# fwd_hazard_tracker

Fig. 1: fwd_hazard_tracker, clock routing
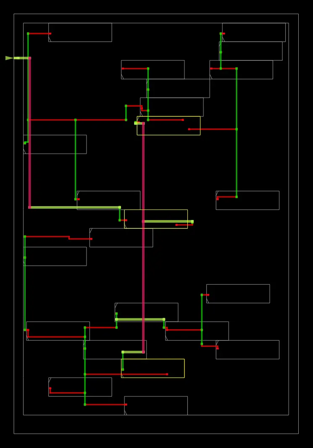

[src/rtl/fwd_hazard_tracker.sv]
// Forwarding/hazard unit: shadows in-flight destination registers, drives EX forward selects,
// decode-stage hazard stall and decode branch bypass. Optional build macro: FWD_R0_HARDWIRED_EN.
module fwd_hazard_tracker #(
    parameter int REG_AW   = 4,
    parameter int NSRC     = 2,
    parameter int NSTAGE   = 3,
    parameter int LOAD_RDY = 3,
    parameter int SELW     = $clog2(NSTAGE + 1)
) (
    input  logic                   clk,
    input  logic                   rst_n,
    input  logic                   id_valid,
    input  logic [NSRC*REG_AW-1:0] id_src,
    input  logic [NSRC-1:0]        id_src_use,
    input  logic                   id_wr,
    input  logic [REG_AW-1:0]      id_rd,
    input  logic                   id_load,
    input  logic                   id_branch,
    input  logic                   pipe_stall,
    input  logic                   flush,
    output logic                   hazard_stall,
    output logic [NSRC-1:0]        id_br_fwd,
    output logic [NSRC*SELW-1:0]   ex_fwd_sel
);
    // Entry k shadows the destination of the instruction k stages past decode.
    logic [NSTAGE:1]      e_v;
    logic [NSTAGE:1]      e_ld;
    logic [REG_AW-1:0]    e_rd [1:NSTAGE];

    logic [NSTAGE:1]      match [NSRC];
    logic [NSRC-1:0]      last_hit;
    logic [NSRC-1:0]      near_hit;
    logic                 load_use;
    logic [NSRC*SELW-1:0] pred_sel;
    logic                 enter;

    always_comb begin
        last_hit = '0;
        for (int s = 0; s < NSRC; s++) begin
            match[s] = '0;
            for (int k = 1; k <= NSTAGE; k++) begin
                match[s][k] = e_v[k] && id_src_use[s] &&
                              (e_rd[k] == id_src[s*REG_AW +: REG_AW]);
`ifdef FWD_R0_HARDWIRED_EN
                if (id_src[s*REG_AW +: REG_AW] == '0) match[s][k] = 1'b0;
`endif
            end
            last_hit[s] = match[s][NSTAGE];
        end
    end

    // Walk from oldest forwardable stage to youngest so the youngest producer wins.
    always_comb begin
        load_use = 1'b0;
        near_hit = '0;
        pred_sel = '0;
        for (int s = 0; s < NSRC; s++) begin
            for (int k = NSTAGE - 1; k >= 1; k--) begin
                if (match[s][k]) begin
                    near_hit[s]              = 1'b1;
                    pred_sel[s*SELW +: SELW] = SELW'(k + 1);
                    if (e_ld[k] && (k + 1 < LOAD_RDY)) load_use = 1'b1;
                end
            end
        end
    end

    assign hazard_stall = id_valid && !flush && (id_branch ? (|near_hit) : load_use);
    assign id_br_fwd    = {NSRC{id_branch}} & last_hit & ~near_hit;
    assign enter        = id_valid && !flush && !hazard_stall;

    always_ff @(posedge clk or negedge rst_n) begin
        if (!rst_n) begin
            e_v        <= '0;
            e_ld       <= '0;
            ex_fwd_sel <= '0;
            for (int k = 1; k <= NSTAGE; k++) e_rd[k] <= '0;
        end else if (!pipe_stall) begin
            for (int k = 2; k <= NSTAGE; k++) begin
                e_v[k]  <= e_v[k-1];
                e_ld[k] <= e_ld[k-1];
                e_rd[k] <= e_rd[k-1];
            end
            // Non-writers and bubbles enter as invalid entries; rd is don't-care then.
            e_v[1]     <= enter && id_wr;
            e_ld[1]    <= enter && id_wr && id_load;
            e_rd[1]    <= id_rd;
            ex_fwd_sel <= enter ? pred_sel : '0;
        end
    end
endmodule

[config.mk]
export PLATFORM = sky130hd
export DESIGN_NAME = fwd_hazard_tracker
export DESIGN_NICKNAME = d
export VERILOG_FILES = /design/src/rtl/fwd_hazard_tracker.sv
export SDC_FILE = /design/constraint.sdc
export NUM_CORES = 1
export LEC_CHECK = 0
export ABC_AREA = 1
export CORE_ASPECT_RATIO = 1.5
export CORE_UTILIZATION = 53
export CTS_BUF_LIST = sky130_fd_sc_hd__clkbuf_16
export DETAILED_ROUTE_END_ITERATION = 10
export GPL_ROUTABILITY_DRIVEN = 0
export PLACE_DENSITY = 0.84
export SLEW_MARGIN = 40
export SYNTH_ARGS = -nofsm -noshare
export SYNTH_HDL_FRONTEND = slang
export SYNTH_SLANG_ARGS = --single-unit
[constraint.sdc]
create_clock -name clk -period 3.5 [get_ports clk]
set_clock_uncertainty 0.2 [all_clocks]
set_input_delay 0.7 -clock clk [delete_from_list [all_inputs] [get_ports clk]]
set_output_delay 0.7 -clock clk [all_outputs]
set_load 0.02 [all_outputs]
# fpmult_share_arbiter_flat

**src/rtl/fpmult_share_arbiter_if.sv**
```systemverilog
// fpmult_share_arbiter_if: requester, multiplier and response signals around the shared FP multiplier arbiter
interface fpmult_share_arbiter_if #(
    parameter int NREQ = 4
);
    logic [NREQ-1:0]    req_valid;
    logic [NREQ-1:0]    req_ready;
    logic [NREQ*32-1:0] req_a;
    logic [NREQ*32-1:0] req_b;
    logic               mul_valid;
    logic [31:0]        mul_a;
    logic [31:0]        mul_b;
    logic [31:0]        mul_p;
    logic [NREQ-1:0]    rsp_valid;
    logic [NREQ*32-1:0] rsp_data;
    logic [NREQ-1:0]    rsp_ready;

    modport master (
        output req_valid, req_a, req_b, mul_p, rsp_ready,
        input  req_ready, mul_valid, mul_a, mul_b, rsp_valid, rsp_data
    );

    modport slave (
        input  req_valid, req_a, req_b, mul_p, rsp_ready,
        output req_ready, mul_valid, mul_a, mul_b, rsp_valid, rsp_data
    );
endinterface

```
**src/rtl/fpmult_share_arbiter.sv**
```systemverilog
// fpmult_share_arbiter: round-robin sharing of one pipelined FP multiplier with tagged result return
module fpmult_share_arbiter #(
    parameter int NREQ = 4,
    parameter int LAT  = 4,
    parameter int IDXW = $clog2(NREQ)
) (
    input logic                   clk,
    input logic                   rst_n,
    fpmult_share_arbiter_if.slave bus
);
    logic [NREQ-1:0]    busy_q, busy_d, elig, grant;
    logic [IDXW-1:0]    rr_ptr_q, rr_ptr_d, cand, gnt_idx, iss_idx_q;
    logic               gnt_vld, iss_vld_q;
    logic [31:0]        iss_a_q, iss_b_q;
    logic [LAT-1:0]     tag_vld_q;
    logic [IDXW-1:0]    tag_idx_q [LAT];
    logic [NREQ-1:0]    rsp_vld_q;
    logic [NREQ*32-1:0] rsp_dat_q;

    assign elig = bus.req_valid & ~busy_q;

    // First eligible requester at or after rr_ptr wins; busy is set on grant and dropped on result accept
    always_comb begin
        gnt_vld = 1'b0;
        gnt_idx = '0;
        cand    = '0;
        for (int j = 0; j < NREQ; j++) begin
            cand = IDXW'((int'(rr_ptr_q) + j) % NREQ);
            if (!gnt_vld && elig[cand]) begin
                gnt_vld = 1'b1;
                gnt_idx = cand;
            end
        end
        grant    = gnt_vld ? (NREQ'(1) << gnt_idx) : '0;
        busy_d   = (busy_q | grant) & ~(rsp_vld_q & bus.rsp_ready);
        rr_ptr_d = !gnt_vld ? rr_ptr_q : (gnt_idx == IDXW'(NREQ - 1)) ? '0 : gnt_idx + IDXW'(1);
    end

    // Arbiter state and the registered issue stage feeding the multiplier
    always_ff @(posedge clk or negedge rst_n) begin
        if (!rst_n) begin
            busy_q    <= '0;
            rr_ptr_q  <= '0;
            iss_vld_q <= 1'b0;
            iss_idx_q <= '0;
            iss_a_q   <= '0;
            iss_b_q   <= '0;
        end else begin
            busy_q    <= busy_d;
            rr_ptr_q  <= rr_ptr_d;
            iss_vld_q <= gnt_vld;
            if (gnt_vld) begin
                iss_idx_q <= gnt_idx;
                iss_a_q   <= bus.req_a[{gnt_idx, 5'd0} +: 32];
                iss_b_q   <= bus.req_b[{gnt_idx, 5'd0} +: 32];
            end
        end
    end

    // Tag pipe: the last stage lines up with the product leaving the multiplier
    always_ff @(posedge clk or negedge rst_n) begin
        if (!rst_n) begin
            tag_vld_q <= '0;
            for (int s = 0; s < LAT; s++) tag_idx_q[s] <= '0;
        end else begin
            tag_vld_q[0] <= iss_vld_q;
            tag_idx_q[0] <= iss_idx_q;
            for (int s = 1; s < LAT; s++) begin
                tag_vld_q[s] <= tag_vld_q[s-1];
                tag_idx_q[s] <= tag_idx_q[s-1];
            end
        end
    end

    // Result slots: capture the tagged product, hold it until the owner accepts
    always_ff @(posedge clk or negedge rst_n) begin
        if (!rst_n) begin
            rsp_vld_q <= '0;
            rsp_dat_q <= '0;
        end else begin
            rsp_vld_q <= rsp_vld_q & ~bus.rsp_ready;
            if (tag_vld_q[LAT-1]) begin
                rsp_vld_q[tag_idx_q[LAT-1]]             <= 1'b1;
                rsp_dat_q[{tag_idx_q[LAT-1], 5'd0} +: 32] <= bus.mul_p;
            end
        end
    end

    assign bus.req_ready = rst_n ? grant : '0;
    assign bus.mul_valid = iss_vld_q;
    assign bus.mul_a     = iss_a_q;
    assign bus.mul_b     = iss_b_q;
    assign bus.rsp_valid = rsp_vld_q;
    assign bus.rsp_data  = rsp_dat_q;
endmodule

```
**src/flat_wrapper.sv**
```systemverilog
// flat-port wrapper written by rule: the top's interface ports become plain ports
module fpmult_share_arbiter_flat 
#(
    parameter int NREQ = 4,
    parameter int LAT  = 4,
    parameter int IDXW = $clog2(NREQ)
)
  (clk, rst_n, bus_req_valid, bus_req_a, bus_req_b, bus_mul_p, bus_rsp_ready, bus_req_ready, bus_mul_valid, bus_mul_a, bus_mul_b, bus_rsp_valid, bus_rsp_data);
  fpmult_share_arbiter_if #(.NREQ(NREQ)) bus_i ();
  input logic clk;
  input logic rst_n;
  input wire logic [$bits(bus_i.req_valid)-1:0] bus_req_valid;
  input wire logic [$bits(bus_i.req_a)-1:0] bus_req_a;
  input wire logic [$bits(bus_i.req_b)-1:0] bus_req_b;
  input wire logic [$bits(bus_i.mul_p)-1:0] bus_mul_p;
  input wire logic [$bits(bus_i.rsp_ready)-1:0] bus_rsp_ready;
  output wire logic [$bits(bus_i.req_ready)-1:0] bus_req_ready;
  output wire logic [$bits(bus_i.mul_valid)-1:0] bus_mul_valid;
  output wire logic [$bits(bus_i.mul_a)-1:0] bus_mul_a;
  output wire logic [$bits(bus_i.mul_b)-1:0] bus_mul_b;
  output wire logic [$bits(bus_i.rsp_valid)-1:0] bus_rsp_valid;
  output wire logic [$bits(bus_i.rsp_data)-1:0] bus_rsp_data;
  assign bus_i.req_valid = bus_req_valid;
  assign bus_i.req_a = bus_req_a;
  assign bus_i.req_b = bus_req_b;
  assign bus_i.mul_p = bus_mul_p;
  assign bus_i.rsp_ready = bus_rsp_ready;
  assign bus_req_ready = bus_i.req_ready;
  assign bus_mul_valid = bus_i.mul_valid;
  assign bus_mul_a = bus_i.mul_a;
  assign bus_mul_b = bus_i.mul_b;
  assign bus_rsp_valid = bus_i.rsp_valid;
  assign bus_rsp_data = bus_i.rsp_data;
  fpmult_share_arbiter #(.NREQ(NREQ), .LAT(LAT), .IDXW(IDXW)) u_core (.clk(clk), .rst_n(rst_n), .bus(bus_i));
endmodule
```
**config.mk**
```make
export PLATFORM = sky130hd
export DESIGN_NAME = fpmult_share_arbiter_flat
export DESIGN_NICKNAME = d
export VERILOG_FILES = /design/src/rtl/fpmult_share_arbiter_if.sv /design/src/rtl/fpmult_share_arbiter.sv /design/src/flat_wrapper.sv
export SDC_FILE = /design/constraint.sdc
export NUM_CORES = 1
export LEC_CHECK = 0
export CAP_MARGIN = 10
export CORE_AREA = 5 5 188 190
export CTS_CLUSTER_DIAMETER = 50
export DETAILED_ROUTE_END_ITERATION = 7
export DIE_AREA = 0 0 193 195
export SLEW_MARGIN = 10
export SYNTH_ARGS = -nofsm -noshare
export SYNTH_HDL_FRONTEND = slang
export SYNTH_SLANG_ARGS = --single-unit
```
**constraint.sdc**
```tcl
create_clock -name clk -period 2 [get_ports clk]
set_clock_uncertainty 0.15 [all_clocks]
set_input_delay 0.2 -clock clk [delete_from_list [all_inputs] [get_ports clk]]
set_output_delay 0.2 -clock clk [all_outputs]
set_load 0.005 [all_outputs]
```
# mips_mem_arbiter

--- src/rtl/mips_mem_arbiter.sv ---
// mips_mem_arbiter: two-port (A/B) 32-bit word access arbiter in front of a byte-wide memory.
// Each grant runs four big-endian byte beats, then pulses the winner's ack for one cycle.
`default_nettype none

module mips_mem_arbiter #(
    parameter int ADDR_W    = 10,
    parameter int PRIO_MODE = 0
) (
    input  logic              clk,
    input  logic              rst_n,
    input  logic              a_req,
    input  logic              a_we,
    input  logic [31:0]       a_addr,
    input  logic [31:0]       a_wdata,
    output logic [31:0]       a_rdata,
    output logic              a_ack,
    input  logic              b_req,
    input  logic              b_we,
    input  logic [31:0]       b_addr,
    input  logic [31:0]       b_wdata,
    output logic [31:0]       b_rdata,
    output logic              b_ack,
    output logic [ADDR_W-1:0] mem_addr,
    output logic [7:0]        mem_wdata,
    input  logic [7:0]        mem_rdata,
    output logic              mem_read,
    output logic              mem_write,
    output logic              busy,
    output logic              owner
);
    localparam logic [1:0] IDLE = 2'd0;
    localparam logic [1:0] XFER = 2'd1;
    localparam logic [1:0] DONE = 2'd2;

    logic [1:0]        state;
    logic [1:0]        beat;
    logic              lat_we;
    logic [ADDR_W-1:0] lat_addr;
    logic [31:0]       lat_wdata;
    logic              last_grant;
    logic              grant_b;
    logic              unused_addr_hi;

    // Only the low ADDR_W address bits reach the memory.
    assign unused_addr_hi = ^{a_addr[31:ADDR_W], b_addr[31:ADDR_W]};

    function automatic logic [7:0] pick_byte(input logic [31:0] word, input logic [1:0] k);
        case (k)
            2'd0: pick_byte = word[31:24];
            2'd1: pick_byte = word[23:16];
            2'd2: pick_byte = word[15:8];
            2'd3: pick_byte = word[7:0];
        endcase
    endfunction

    function automatic logic [31:0] put_byte(input logic [31:0] word, input logic [1:0] k,
                                             input logic [7:0] val);
        put_byte = word;
        case (k)
            2'd0: put_byte[31:24] = val;
            2'd1: put_byte[23:16] = val;
            2'd2: put_byte[15:8]  = val;
            2'd3: put_byte[7:0]   = val;
        endcase
    endfunction

    // On a tie, round-robin favours whichever port lost the previous grant.
    always_comb begin
        if (a_req && b_req) begin
            grant_b = (PRIO_MODE == 0) ? ~last_grant : 1'b0;
        end else begin
            grant_b = b_req;
        end
    end

    always_ff @(posedge clk or negedge rst_n) begin
        if (!rst_n) begin
            state      <= IDLE;
            beat       <= 2'd0;
            lat_we     <= 1'b0;
            lat_addr   <= '0;
            lat_wdata  <= 32'd0;
            last_grant <= 1'b1;
            owner      <= 1'b0;
            a_rdata    <= 32'd0;
            b_rdata    <= 32'd0;
        end else begin
            case (state)
                IDLE: begin
                    if (a_req || b_req) begin
                        state      <= XFER;
                        beat       <= 2'd0;
                        owner      <= grant_b;
                        last_grant <= grant_b;
                        lat_we     <= grant_b ? b_we : a_we;
                        lat_addr   <= grant_b ? b_addr[ADDR_W-1:0] : a_addr[ADDR_W-1:0];
                        lat_wdata  <= grant_b ? b_wdata : a_wdata;
                    end
                end
                XFER: begin
                    if (!lat_we) begin
                        if (owner) begin
                            b_rdata <= put_byte(b_rdata, beat, mem_rdata);
                        end else begin
                            a_rdata <= put_byte(a_rdata, beat, mem_rdata);
                        end
                    end
                    beat <= beat + 2'd1;
                    if (beat == 2'd3) begin
                        state <= DONE;
                    end
                end
                DONE:    state <= IDLE;
                default: state <= IDLE;
            endcase
        end
    end

    // Memory strobes decode straight from state so reset silences them without a clock.
    always_comb begin
        busy      = (state != IDLE);
        a_ack     = (state == DONE) && !owner;
        b_ack     = (state == DONE) && owner;
        mem_read  = 1'b0;
        mem_write = 1'b0;
        mem_addr  = '0;
        mem_wdata = 8'd0;
        if (state == XFER) begin
            mem_addr  = lat_addr + ADDR_W'(beat);
            mem_read  = !lat_we;
            mem_write = lat_we;
            if (lat_we) begin
                mem_wdata = pick_byte(lat_wdata, beat);
            end
        end
    end

endmodule

`default_nettype wire
--- config.mk ---
export PLATFORM = sky130hd
export DESIGN_NAME = mips_mem_arbiter
export DESIGN_NICKNAME = d
export VERILOG_FILES = /design/src/rtl/mips_mem_arbiter.sv
export SDC_FILE = /design/constraint.sdc
export NUM_CORES = 1
export LEC_CHECK = 0
export CAP_MARGIN = 40
export CORE_AREA = 8 8 143 145
export CTS_BUF_LIST = sky130_fd_sc_hd__clkbuf_16
export CTS_CLUSTER_SIZE = 28
export DETAILED_ROUTE_END_ITERATION = 12
export DIE_AREA = 0 0 151 153
export GPL_TIMING_DRIVEN = 0
export PLACE_DENSITY_LB_ADDON = 0.25
export SLEW_MARGIN = 30
export SYNTH_ARGS = -nofsm -noshare
export SYNTH_HDL_FRONTEND = slang
export SYNTH_SLANG_ARGS = --single-unit
--- constraint.sdc ---
create_clock -name clk -period 3 [get_ports clk]
set_input_delay 0.3 -clock clk [delete_from_list [all_inputs] [get_ports clk]]
set_output_delay 0.3 -clock clk [all_outputs]
set_load 0.01 [all_outputs]
# char_writer

===== src/rtl/char_writer.sv =====
// char_writer: terminal-style writer into the 70x30 text-mode character buffer.
// Accepts ASCII codes, keeps the cursor, and handles line wrap, newline,
// backspace and full-screen clear. The write address matches the display's
// read address layout.
//   clk_50m, clrn      : clock, asynchronous active-low reset
//   ascii_in/valid     : code input, accepted when ascii_valid & ready
//   ready              : high only while idle
//   char_wr_en/addr/data : buffer write port, {4'b0, row[4:0], col[6:0]}
//   cur_h, cur_v       : cursor column / row
module char_writer (
    input  logic        clk_50m,
    input  logic        clrn,
    input  logic [7:0]  ascii_in,
    input  logic        ascii_valid,
    output logic        ready,
    output logic        char_wr_en,
    output logic [15:0] char_wr_addr,
    output logic [7:0]  char_wr_data,
    output logic [6:0]  cur_h,
    output logic [4:0]  cur_v
);

    localparam int unsigned COLS  = 70;
    localparam int unsigned ROWS  = 30;
    localparam int unsigned COL_W = 7;
    localparam int unsigned ROW_W = 5;

    localparam logic [COL_W-1:0] LAST_COL  = COL_W'(COLS - 1);
    localparam logic [COL_W-1:0] LINE_FULL = COL_W'(COLS);
    localparam logic [ROW_W-1:0] LAST_ROW  = ROW_W'(ROWS - 1);
    localparam logic [7:0]       SPACE     = 8'h20;

    typedef enum logic [1:0] {
        CLR_ALL  = 2'd0,
        IDLE     = 2'd1,
        LINE_CLR = 2'd2
    } state_t;

    state_t             state, state_nxt;
    logic [COL_W-1:0]   clr_col, clr_col_nxt;
    logic [ROW_W-1:0]   clr_row, clr_row_nxt;
    logic [COL_W-1:0]   cur_h_nxt;
    logic [ROW_W-1:0]   cur_v_nxt;
    logic [COL_W-1:0]   line_end [ROWS];

    logic               wr_en_nxt;
    logic [ROW_W-1:0]   wr_row;
    logic [COL_W-1:0]   wr_col;
    logic [7:0]         wr_data_nxt;

    logic               le_wr;
    logic               le_clr;
    logic [ROW_W-1:0]   le_idx;
    logic [COL_W-1:0]   le_val;

    logic               accept;
    logic               is_print;
    logic [ROW_W-1:0]   next_v;
    logic [ROW_W-1:0]   prev_v;
    logic [COL_W-1:0]   prev_end;

    assign accept   = ascii_valid & ready & (state == IDLE);
    assign is_print = (ascii_in >= 8'h20) && (ascii_in <= 8'h7E);
    assign next_v   = (cur_v == LAST_ROW) ? '0 : cur_v + ROW_W'(1);
    // Guarded so the line_end lookup never indexes past the array
    assign prev_v   = (cur_v == '0) ? LAST_ROW : cur_v - ROW_W'(1);
    assign prev_end = line_end[prev_v];

    // Next-state, cursor, line_end update and write-port decode
    always_comb begin
        state_nxt   = state;
        clr_col_nxt = clr_col;
        clr_row_nxt = clr_row;
        cur_h_nxt   = cur_h;
        cur_v_nxt   = cur_v;
        wr_en_nxt   = 1'b0;
        wr_row      = clr_row;
        wr_col      = clr_col;
        wr_data_nxt = SPACE;
        le_wr       = 1'b0;
        le_clr      = 1'b0;
        le_idx      = cur_v;
        le_val      = cur_h;

        unique case (state)
            CLR_ALL: begin
                wr_en_nxt = 1'b1;
                if (clr_col == LAST_COL) begin
                    clr_col_nxt = '0;
                    if (clr_row == LAST_ROW) begin
                        clr_row_nxt = '0;
                        state_nxt   = IDLE;
                    end else begin
                        clr_row_nxt = clr_row + ROW_W'(1);
                    end
                end else begin
                    clr_col_nxt = clr_col + COL_W'(1);
                end
            end

            LINE_CLR: begin
                wr_en_nxt = 1'b1;
                if (clr_col == LAST_COL) begin
                    clr_col_nxt = '0;
                    state_nxt   = IDLE;
                end else begin
                    clr_col_nxt = clr_col + COL_W'(1);
                end
            end

            IDLE: begin
                if (accept) begin
                    if (is_print) begin
                        wr_en_nxt   = 1'b1;
                        wr_row      = cur_v;
                        wr_col      = cur_h;
                        wr_data_nxt = ascii_in;
                        if (cur_h == LAST_COL) begin
                            le_wr       = 1'b1;
                            le_val      = LINE_FULL;
                            cur_h_nxt   = '0;
                            cur_v_nxt   = next_v;
                            clr_row_nxt = next_v;
                            clr_col_nxt = '0;
                            state_nxt   = LINE_CLR;
                        end else begin
                            cur_h_nxt = cur_h + COL_W'(1);
                        end
                    end else if (ascii_in == 8'h0A || ascii_in == 8'h0D) begin
                        le_wr       = 1'b1;
                        cur_h_nxt   = '0;
                        cur_v_nxt   = next_v;
                        clr_row_nxt = next_v;
                        clr_col_nxt = '0;
                        state_nxt   = LINE_CLR;
                    end else if (ascii_in == 8'h08) begin
                        if (cur_h != '0) begin
                            wr_en_nxt = 1'b1;
                            wr_row    = cur_v;
                            wr_col    = cur_h - COL_W'(1);
                            cur_h_nxt = cur_h - COL_W'(1);
                        end else if (cur_v != '0) begin
                            // Back onto the previous row: a full row means the
                            // wrap consumed column 69, so erase it as well
                            cur_v_nxt = prev_v;
                            if (prev_end == LINE_FULL) begin
                                wr_en_nxt = 1'b1;
                                wr_row    = prev_v;
                                wr_col    = LAST_COL;
                                cur_h_nxt = LAST_COL;
                            end else begin
                                cur_h_nxt = prev_end;
                            end
                        end
                    end else if (ascii_in == 8'h0C) begin
                        le_clr      = 1'b1;
                        cur_h_nxt   = '0;
                        cur_v_nxt   = '0;
                        clr_row_nxt = '0;
                        clr_col_nxt = '0;
                        state_nxt   = CLR_ALL;
                    end
                end
            end

            default: begin
                state_nxt   = CLR_ALL;
                clr_row_nxt = '0;
                clr_col_nxt = '0;
            end
        endcase
    end

    // State, cursor, line_end and registered outputs
    always_ff @(posedge clk_50m or negedge clrn) begin
        if (!clrn) begin
            state        <= CLR_ALL;
            clr_col      <= '0;
            clr_row      <= '0;
            cur_h        <= '0;
            cur_v        <= '0;
            ready        <= 1'b0;
            char_wr_en   <= 1'b0;
            char_wr_addr <= '0;
            char_wr_data <= '0;
            for (int i = 0; i < int'(ROWS); i++) begin
                line_end[i] <= '0;
            end
        end else begin
            state      <= state_nxt;
            clr_col    <= clr_col_nxt;
            clr_row    <= clr_row_nxt;
            cur_h      <= cur_h_nxt;
            cur_v      <= cur_v_nxt;
            ready      <= (state_nxt == IDLE);
            char_wr_en <= wr_en_nxt;
            if (wr_en_nxt) begin
                char_wr_addr <= {4'b0000, wr_row, wr_col};
                char_wr_data <= wr_data_nxt;
            end
            if (le_clr) begin
                for (int i = 0; i < int'(ROWS); i++) begin
                    line_end[i] <= '0;
                end
            end else if (le_wr) begin
                line_end[le_idx] <= le_val;
            end
        end
    end

endmodule


===== config.mk =====
export PLATFORM = sky130hd
export DESIGN_NAME = char_writer
export DESIGN_NICKNAME = d
export VERILOG_FILES = /design/src/rtl/char_writer.sv
export SDC_FILE = /design/constraint.sdc
export NUM_CORES = 1
export LEC_CHECK = 0
export ABC_AREA = 1
export CAP_MARGIN = 10
export CORE_UTILIZATION = 30
export CTS_CLUSTER_SIZE = 8
export DETAILED_ROUTE_END_ITERATION = 8
export GPL_TIMING_DRIVEN = 0
export PLACE_DENSITY = 0.44
export SYNTH_ARGS = -nofsm -noshare
export SYNTH_HDL_FRONTEND = slang
export SYNTH_SLANG_ARGS = --single-unit

===== constraint.sdc =====
create_clock -name clk_50m -period 3.6 [get_ports clk_50m]
set_clock_uncertainty 0.2 [all_clocks]
set_input_delay 0.72 -clock clk_50m [delete_from_list [all_inputs] [get_ports clk_50m]]
set_output_delay 0.72 -clock clk_50m [all_outputs]
set_load 0.01 [all_outputs]

Fig. 2: char_writer, clock distribution
Scale bar: 50 µm.
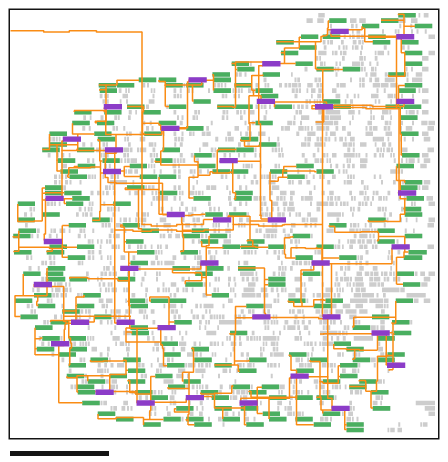
[flip-flops] green | count: 258
[clock drivers] purple | count: 38
[clock wires] orange | length: 4,470 µm
routed clock nets	39
worst skew pair latency: 560 ps
clock power share: 52.5%
Clock group: 3.34 mW

==> results.py, char_writer <==
# Flow results
metrics = {
    "flow_run": {
        "maxCapViolations": 0,
    },
    "sta": {
        "tightest_slew_ps": 1060,
        "setup_viol": 22,
        "layout_setup_ws_ps": -96.1,
    },
    "global_routing": {
        "gr-usage-met1_pct": 37.0,
        "antenna_found_initial": 2,
        "use_met3_pct": 4.41,
    },
    "run_status": {
        "status": "finished with violations",
        "violations": "setup timing",
    },
    "power": {
        "p_leak_nw": 7.85,
    },
    "setup_path": {
        "cp-startpoint": "ascii_in[1]",
        "worstSetupEndpointType": "flip-flop",
        "required_ps": 3800,
        "slowest_stage": "nand2_1",
    },
    "min_path": {
        "hold_start": "char_wr_data[6]",
    },
    "routing": {
        "wl_mm": 63.4,
    },
    "synthesis": {
        "yosys.area.top_type": "dfrtp_1",
        "synthCells": 1801,
    },
    "cells_and_area": {
        "final_common_cell": "nand2_1",
        "drive_gt1_share_pct": 13.1,
    },
    "place": {
        "gp_congestion": 0.973,
    },
    "cts": {
        "cts_tree": "built",
    },
}
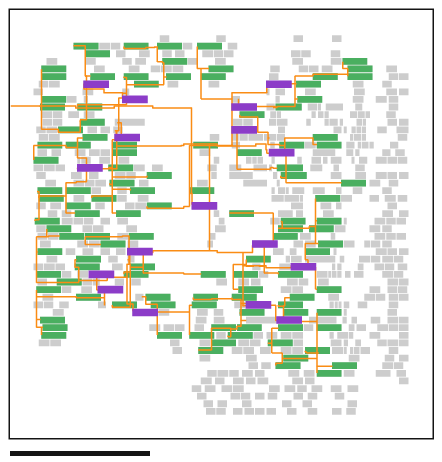
Fig. 3. Clock distribution (mips_mem_arbiter).
Scale bar: 50 µm.
[clock wires] orange | length: 1,580 µm
[clock drivers] purple | count: 17
[flip-flops] green | count: 113
flops lie	all over the die
routed clock nets	18
worst skew pair latency: 410 ps
clk_skew: 7.50 ps

==> results.py, mips_mem_arbiter <==
# Flow results
metrics = {
    "cts": {
        "numCtsBuffers": 17,
        "cts_resized": 3,
        "cts_root_buf": "clkbuf_16",
        "cts_tree": "built",
    },
    "place": {
        "dp_worst_setup_slack_ps": 341,
        "place_inst": 805,
        "gp_congestion": 0.776,
    },
    "setup_path": {
        "crit_arrival_ps": 2600,
        "cp_top_family": "buffers and inverters",
        "required_ps": 2700,
        "cp_cell_sequence": "ha_1, buf_4, a222oi_1, o21ai_1, and2_1, clkdlybuf4s50_1",
        "cp_max_fo": 10,
        "reg2reg_to": "a_rdata[27]",
    },
    "cells_and_area": {
        "final_common_cell": "clkdlybuf4s50_1",
        "final_nets": 739,
        "reg_top3": "a_rdata (32), b_rdata (32), lat_wdata (32)",
        "regArea_um2": 2830,
        "dominant-cell-class": "registers",
        "design.seq.count": 113,
        "comb_share_pct": 29.8,
    },
    "global_routing": {
        "grt_overflow": 0,
    },
    "sta": {
        "setup_tns_ps": 0,
        "rsz0062_at_grt": "no",
        "tightest_slew_ps": 703,
        "holdWs_ps": 326,
        "hold_viol_final": 0,
    },
    "routing": {
        "drt_iter0_drc": 168,
        "wl_met3_mm": 1.95,
        "route.vias.total": 3911,
        "wl_mm": 15.8,
        "drc": 0,
    },
    "synthesis": {
        "ys_sh_mux_pct": 31.3,
        "yosys.area.top_type": "dfrtp_1",
        "synthCells": 385,
        "synth_cell_types": 40,
        "ys_sh_adder_pct": 2.00,
        "ys_sh_xor_pct": 0.325,
        "ys.warnings.count": 0,
        "common_cells": "mux2_2 (145), dfrtp_1 (112), nand2_1 (14), o21ai_0 (14), and2_1 (12)",
        "syn_area_um2": 5380,
    },
    "die": {
        "core_area_um2": 18300,
        "chipArea_um2": 23100,
        "die_h_um": 153,
    },
    "power": {
        "power_mw": 8.99,
        "pwr.group.sequential_mw": 2.83,
        "power_frac_seq_pct": 31.5,
        "maxPowerGroup": "combinational logic",
        "comb-power_mw": 4.10,
    },
    "flow_run": {
        "maxCapViolations": 0,
    },
    "run_status": {
        "status": "finished clean",
    },
}
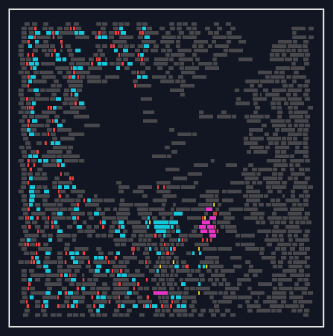
Fig. 4. Logic cells by family (fpmult_share_arbiter_flat).
family	color	cells
inverting AOI/OAI gates	cyan	151
inverters	yellow	8
adder and majority cells	magenta	9
NAND gates	red	146
non-filler cells, final: 1,797
most numerous logic cell after layout: clkdlybuf4s50_1
combinational share of cell area: 20.8%

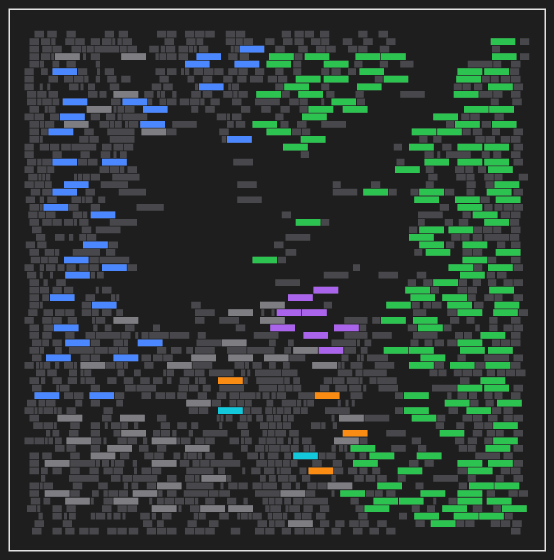
Fig. 5. Sequential cells colored by netlist name (fpmult_share_arbiter_flat).
Other sequential cells in the stronger gray, the rest of the logic in the fainter gray.
netlist name	color	placed flops
`u_core.bus.rsp_data`	green	128
`u_core.busy_q`	orange	4
`u_core.bus.mul_a`	blue	32
`u_core.rr_ptr_q`	cyan	2
`u_core.tag_idx_q`	purple	8
not colored	43
area taken by flip-flops and latches: 5430 µm²
Final Core Density: 50.7%

==> results.py, fpmult_share_arbiter_flat <==
# Flow results
metrics = {
    "synthesis": {
        "ys_cells": 759,
        "ys_async_sr_fraction_pct": 100,
        "top_cell_area_share_pct": 59.4,
        "ys_sh_aoi_pct": 26.5,
    },
    "cells_and_area": {
        "largest_register_ffs": 128,
        "layout_top_cells": "clkdlybuf4s50_1 (493), dfrtp_1 (217), a22o_1 (128), nand2_1 (79)",
        "nClkBuffers": 43,
        "fin_area_um2": 16900,
    },
    "min_path": {
        "min_delay_path_depth": 3,
    },
    "cts": {
        "cts_tree": "built",
        "clk_latency_ps": 510,
    },
    "setup_path": {
        "reg2reg_to": "u_core.rr_ptr_q[0]",
        "r2r_cells": 13,
        "crit_arrival_ps": 2170,
        "cp-startpoint": "u_core.busy_q[0]",
        "crit_top_cell": "buf_6",
    },
    "global_routing": {
        "grt_usage_pct": 22.8,
    },
    "sta": {
        "setup_viol": 69,
        "drv_slew": 0,
        "layout_setup_ws_ps": -522,
        "holdWs_ps": 111,
    },
    "run_status": {
        "violations": "setup timing",
        "status": "finished with violations",
    },
    "power": {
        "p_comb_share_pct": 49.2,
        "pwr.group.sequential_mw": 7.58,
    },
    "place": {
        "dp_worst_setup_slack_ps": -648,
    },
}
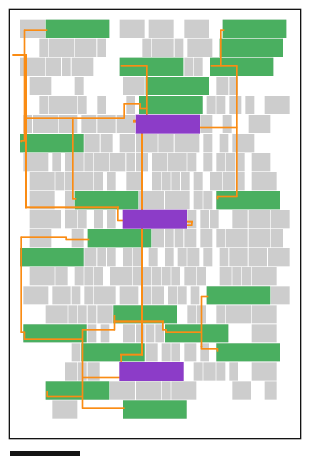
Fig. 6. Clock distribution (fwd_hazard_tracker).
Scale bar: 10 µm.
[clock wires] orange | length: 296 µm
[clock drivers] purple | count: 3
[flip-flops] green | count: 20
routed clock nets	4
Clock group: 0.239 mW
worst skew pair latency: 260 ps
clock power share: 37.3%

## Picture notes: Fig. 1
CLK BUF: 3
CTS sink cnt: 20
CTS buffer count: 3
num sequential: 20

==> results.py, fwd_hazard_tracker <==
# Flow results
metrics = {
    "power": {
        "p_switching_mw": 0.180,
        "comb-power_mw": 0.133,
        "p_sw_share_pct": 28.0,
        "power_mw": 0.640,
        "p_comb_share_pct": 20.7,
        "p_per_area_nw_per_um2": 376,
        "p_leak_nw": 0.869,
        "maxPowerGroup": "registers",
    },
    "routing": {
        "met1_length_mm": 1.25,
        "wl_mm": 3.36,
        "route.vias.total": 1313,
        "dr_wl_met2_mm": 1.74,
    },
    "synthesis": {
        "syn_avg_cell_area_um2": 7.15,
        "top_cell": "nand2_1",
        "ys.warnings.count": 0,
        "syn_area_um2": 1240,
        "top_cell_area_share_pct": 40.4,
        "ys_sh_xor_pct": 6.37,
        "ys_sh_adder_pct": 0,
        "synthCells": 173,
        "ff_type": "dfrtp_1",
        "ys_area_um2": 1240,
        "yosys.area_share.simple_pct": 35.2,
    },
    "cells_and_area": {
        "regMostFlops": "e_rd",
        "fillCellCount": 168,
        "final_nets": 238,
        "layout_top_cells": "nand2_1 (61), clkdlybuf4s50_1 (24), dfrtp_1 (20), inv_1 (19)",
        "fin_area_um2": 1700,
        "drive_gt1_share_pct": 16.8,
        "utilization_pct": 77.2,
        "seq_share_pct": 29.4,
        "largest_register_ffs": 12,
    },
    "die": {
        "core_area_um2": 2210,
        "fp_util_pct": 56.1,
        "ios": 29,
        "core.rowCount": 21,
    },
    "setup_path": {
        "worstSetupEndpointType": "primary output",
        "worst-setup-path-type": "input port to primary output",
        "cp_cell_sequence": "clkdlybuf4s50_1, inv_2, nand2_1, nand2_1, nor2_1, nand3_2, nand2_1, nand2_1, nand2_2, nand2_4, nor3_2, dlygate4sd2_1",
        "worstSetupStartpointType": "input port",
        "crit_arrival_ps": 2400,
        "cp_slowest_stage_delay_ps": 560,
        "rrSetupSlack_ps": 1730,
    },
    "sta": {
        "setup_viol": 0,
        "hold_viol_final": 0,
        "tightest_slew_ps": 486,
        "setup_tns_ps": 0,
        "finalCritPeriodShare_pct": 94.2,
        "fmax_mhz": 303,
    },
    "cts": {
        "post_cts_buffers": 0,
        "cts_root_buf": "clkbuf_16",
    },
    "place": {
        "place_hpwl_mm": 2.50,
        "place_inst": 234,
    },
    "global_routing": {
        "grt_max_degree": 24,
        "grt_pass1_wl_mm": 5.32,
        "gr-usage-met1_pct": 28.6,
    },
    "run_status": {
        "status": "finished clean",
    },
    "flow_run": {
        "maxCapViolations": 0,
    },
}


==> gallery <==
Logic cells by family.
picture 1
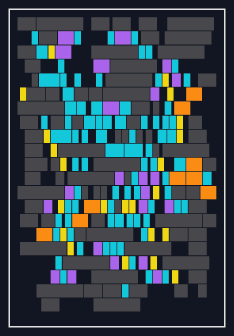
picture 2
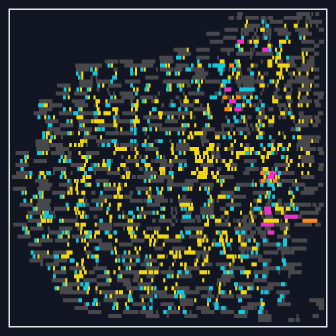
picture 3
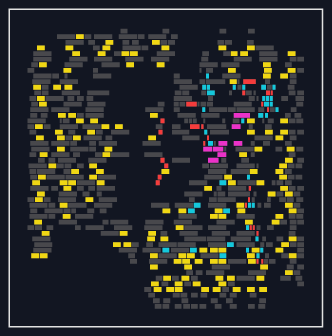
Of these, most cells: picture 2
Of these, fewest cells: picture 1
For fwd_hazard_tracker, see picture 1.
For char_writer, see picture 2.
For mips_mem_arbiter, see picture 3.

Key to picture 2:
family	color	cells
inverting AOI/OAI gates	cyan	374
NAND gates	yellow	754
adder and majority cells	magenta	12
XOR/XNOR gates	orange	8


==> gallery <==
Placed cells, one color a class.
Plate I
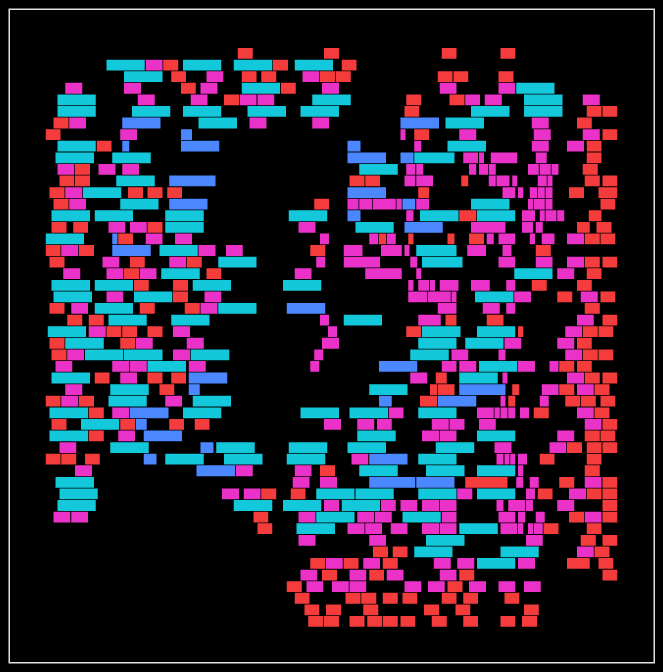
Plate II
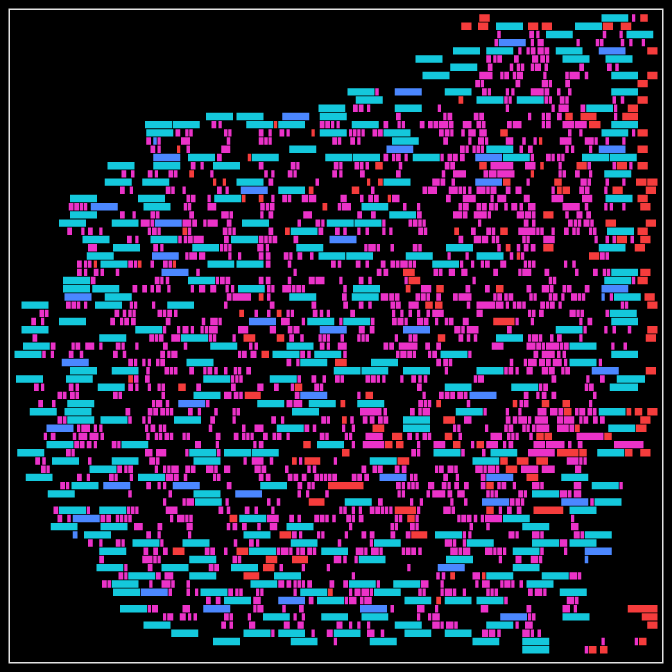
Plate III
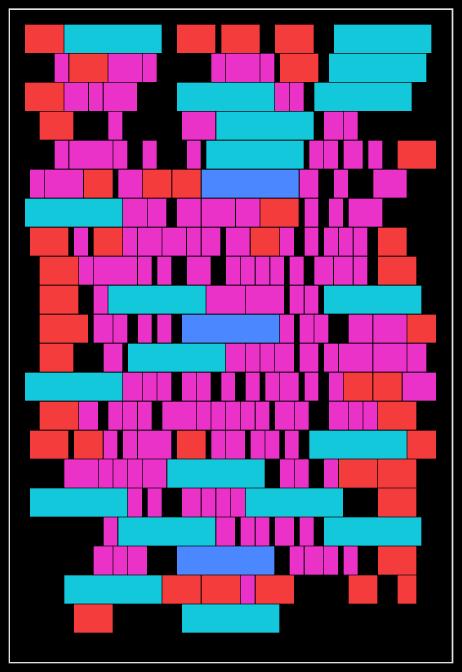
Plate IV
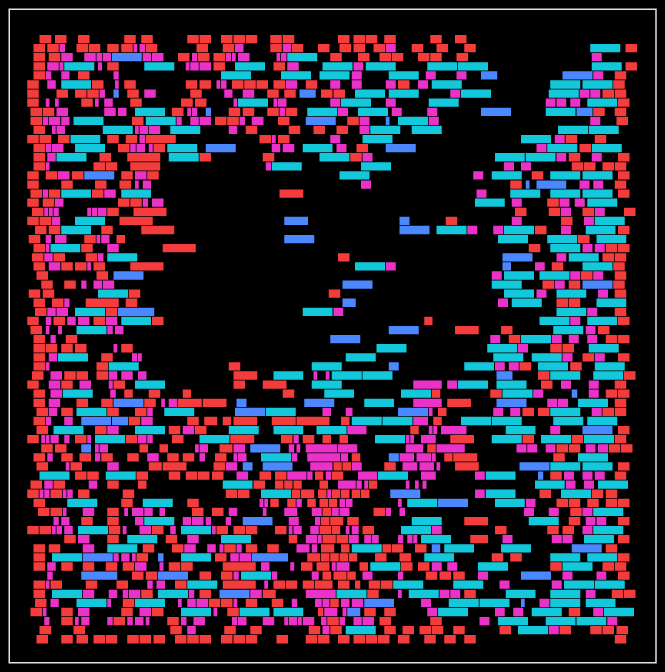
The one with the fewest cells is Plate III.
The one with the highest utilization is Plate III.
mips_mem_arbiter: Plate I
fwd_hazard_tracker: Plate III
fpmult_share_arbiter_flat: Plate IV
char_writer: Plate II

Key to Plate II:
class	color	cells
combinational and other logic	magenta	1,463
flops	cyan	258
other buffers and delay cells	red	164
clock drivers and dummy loads	blue	45

Power is estimated from default activity; no workload was simulated.
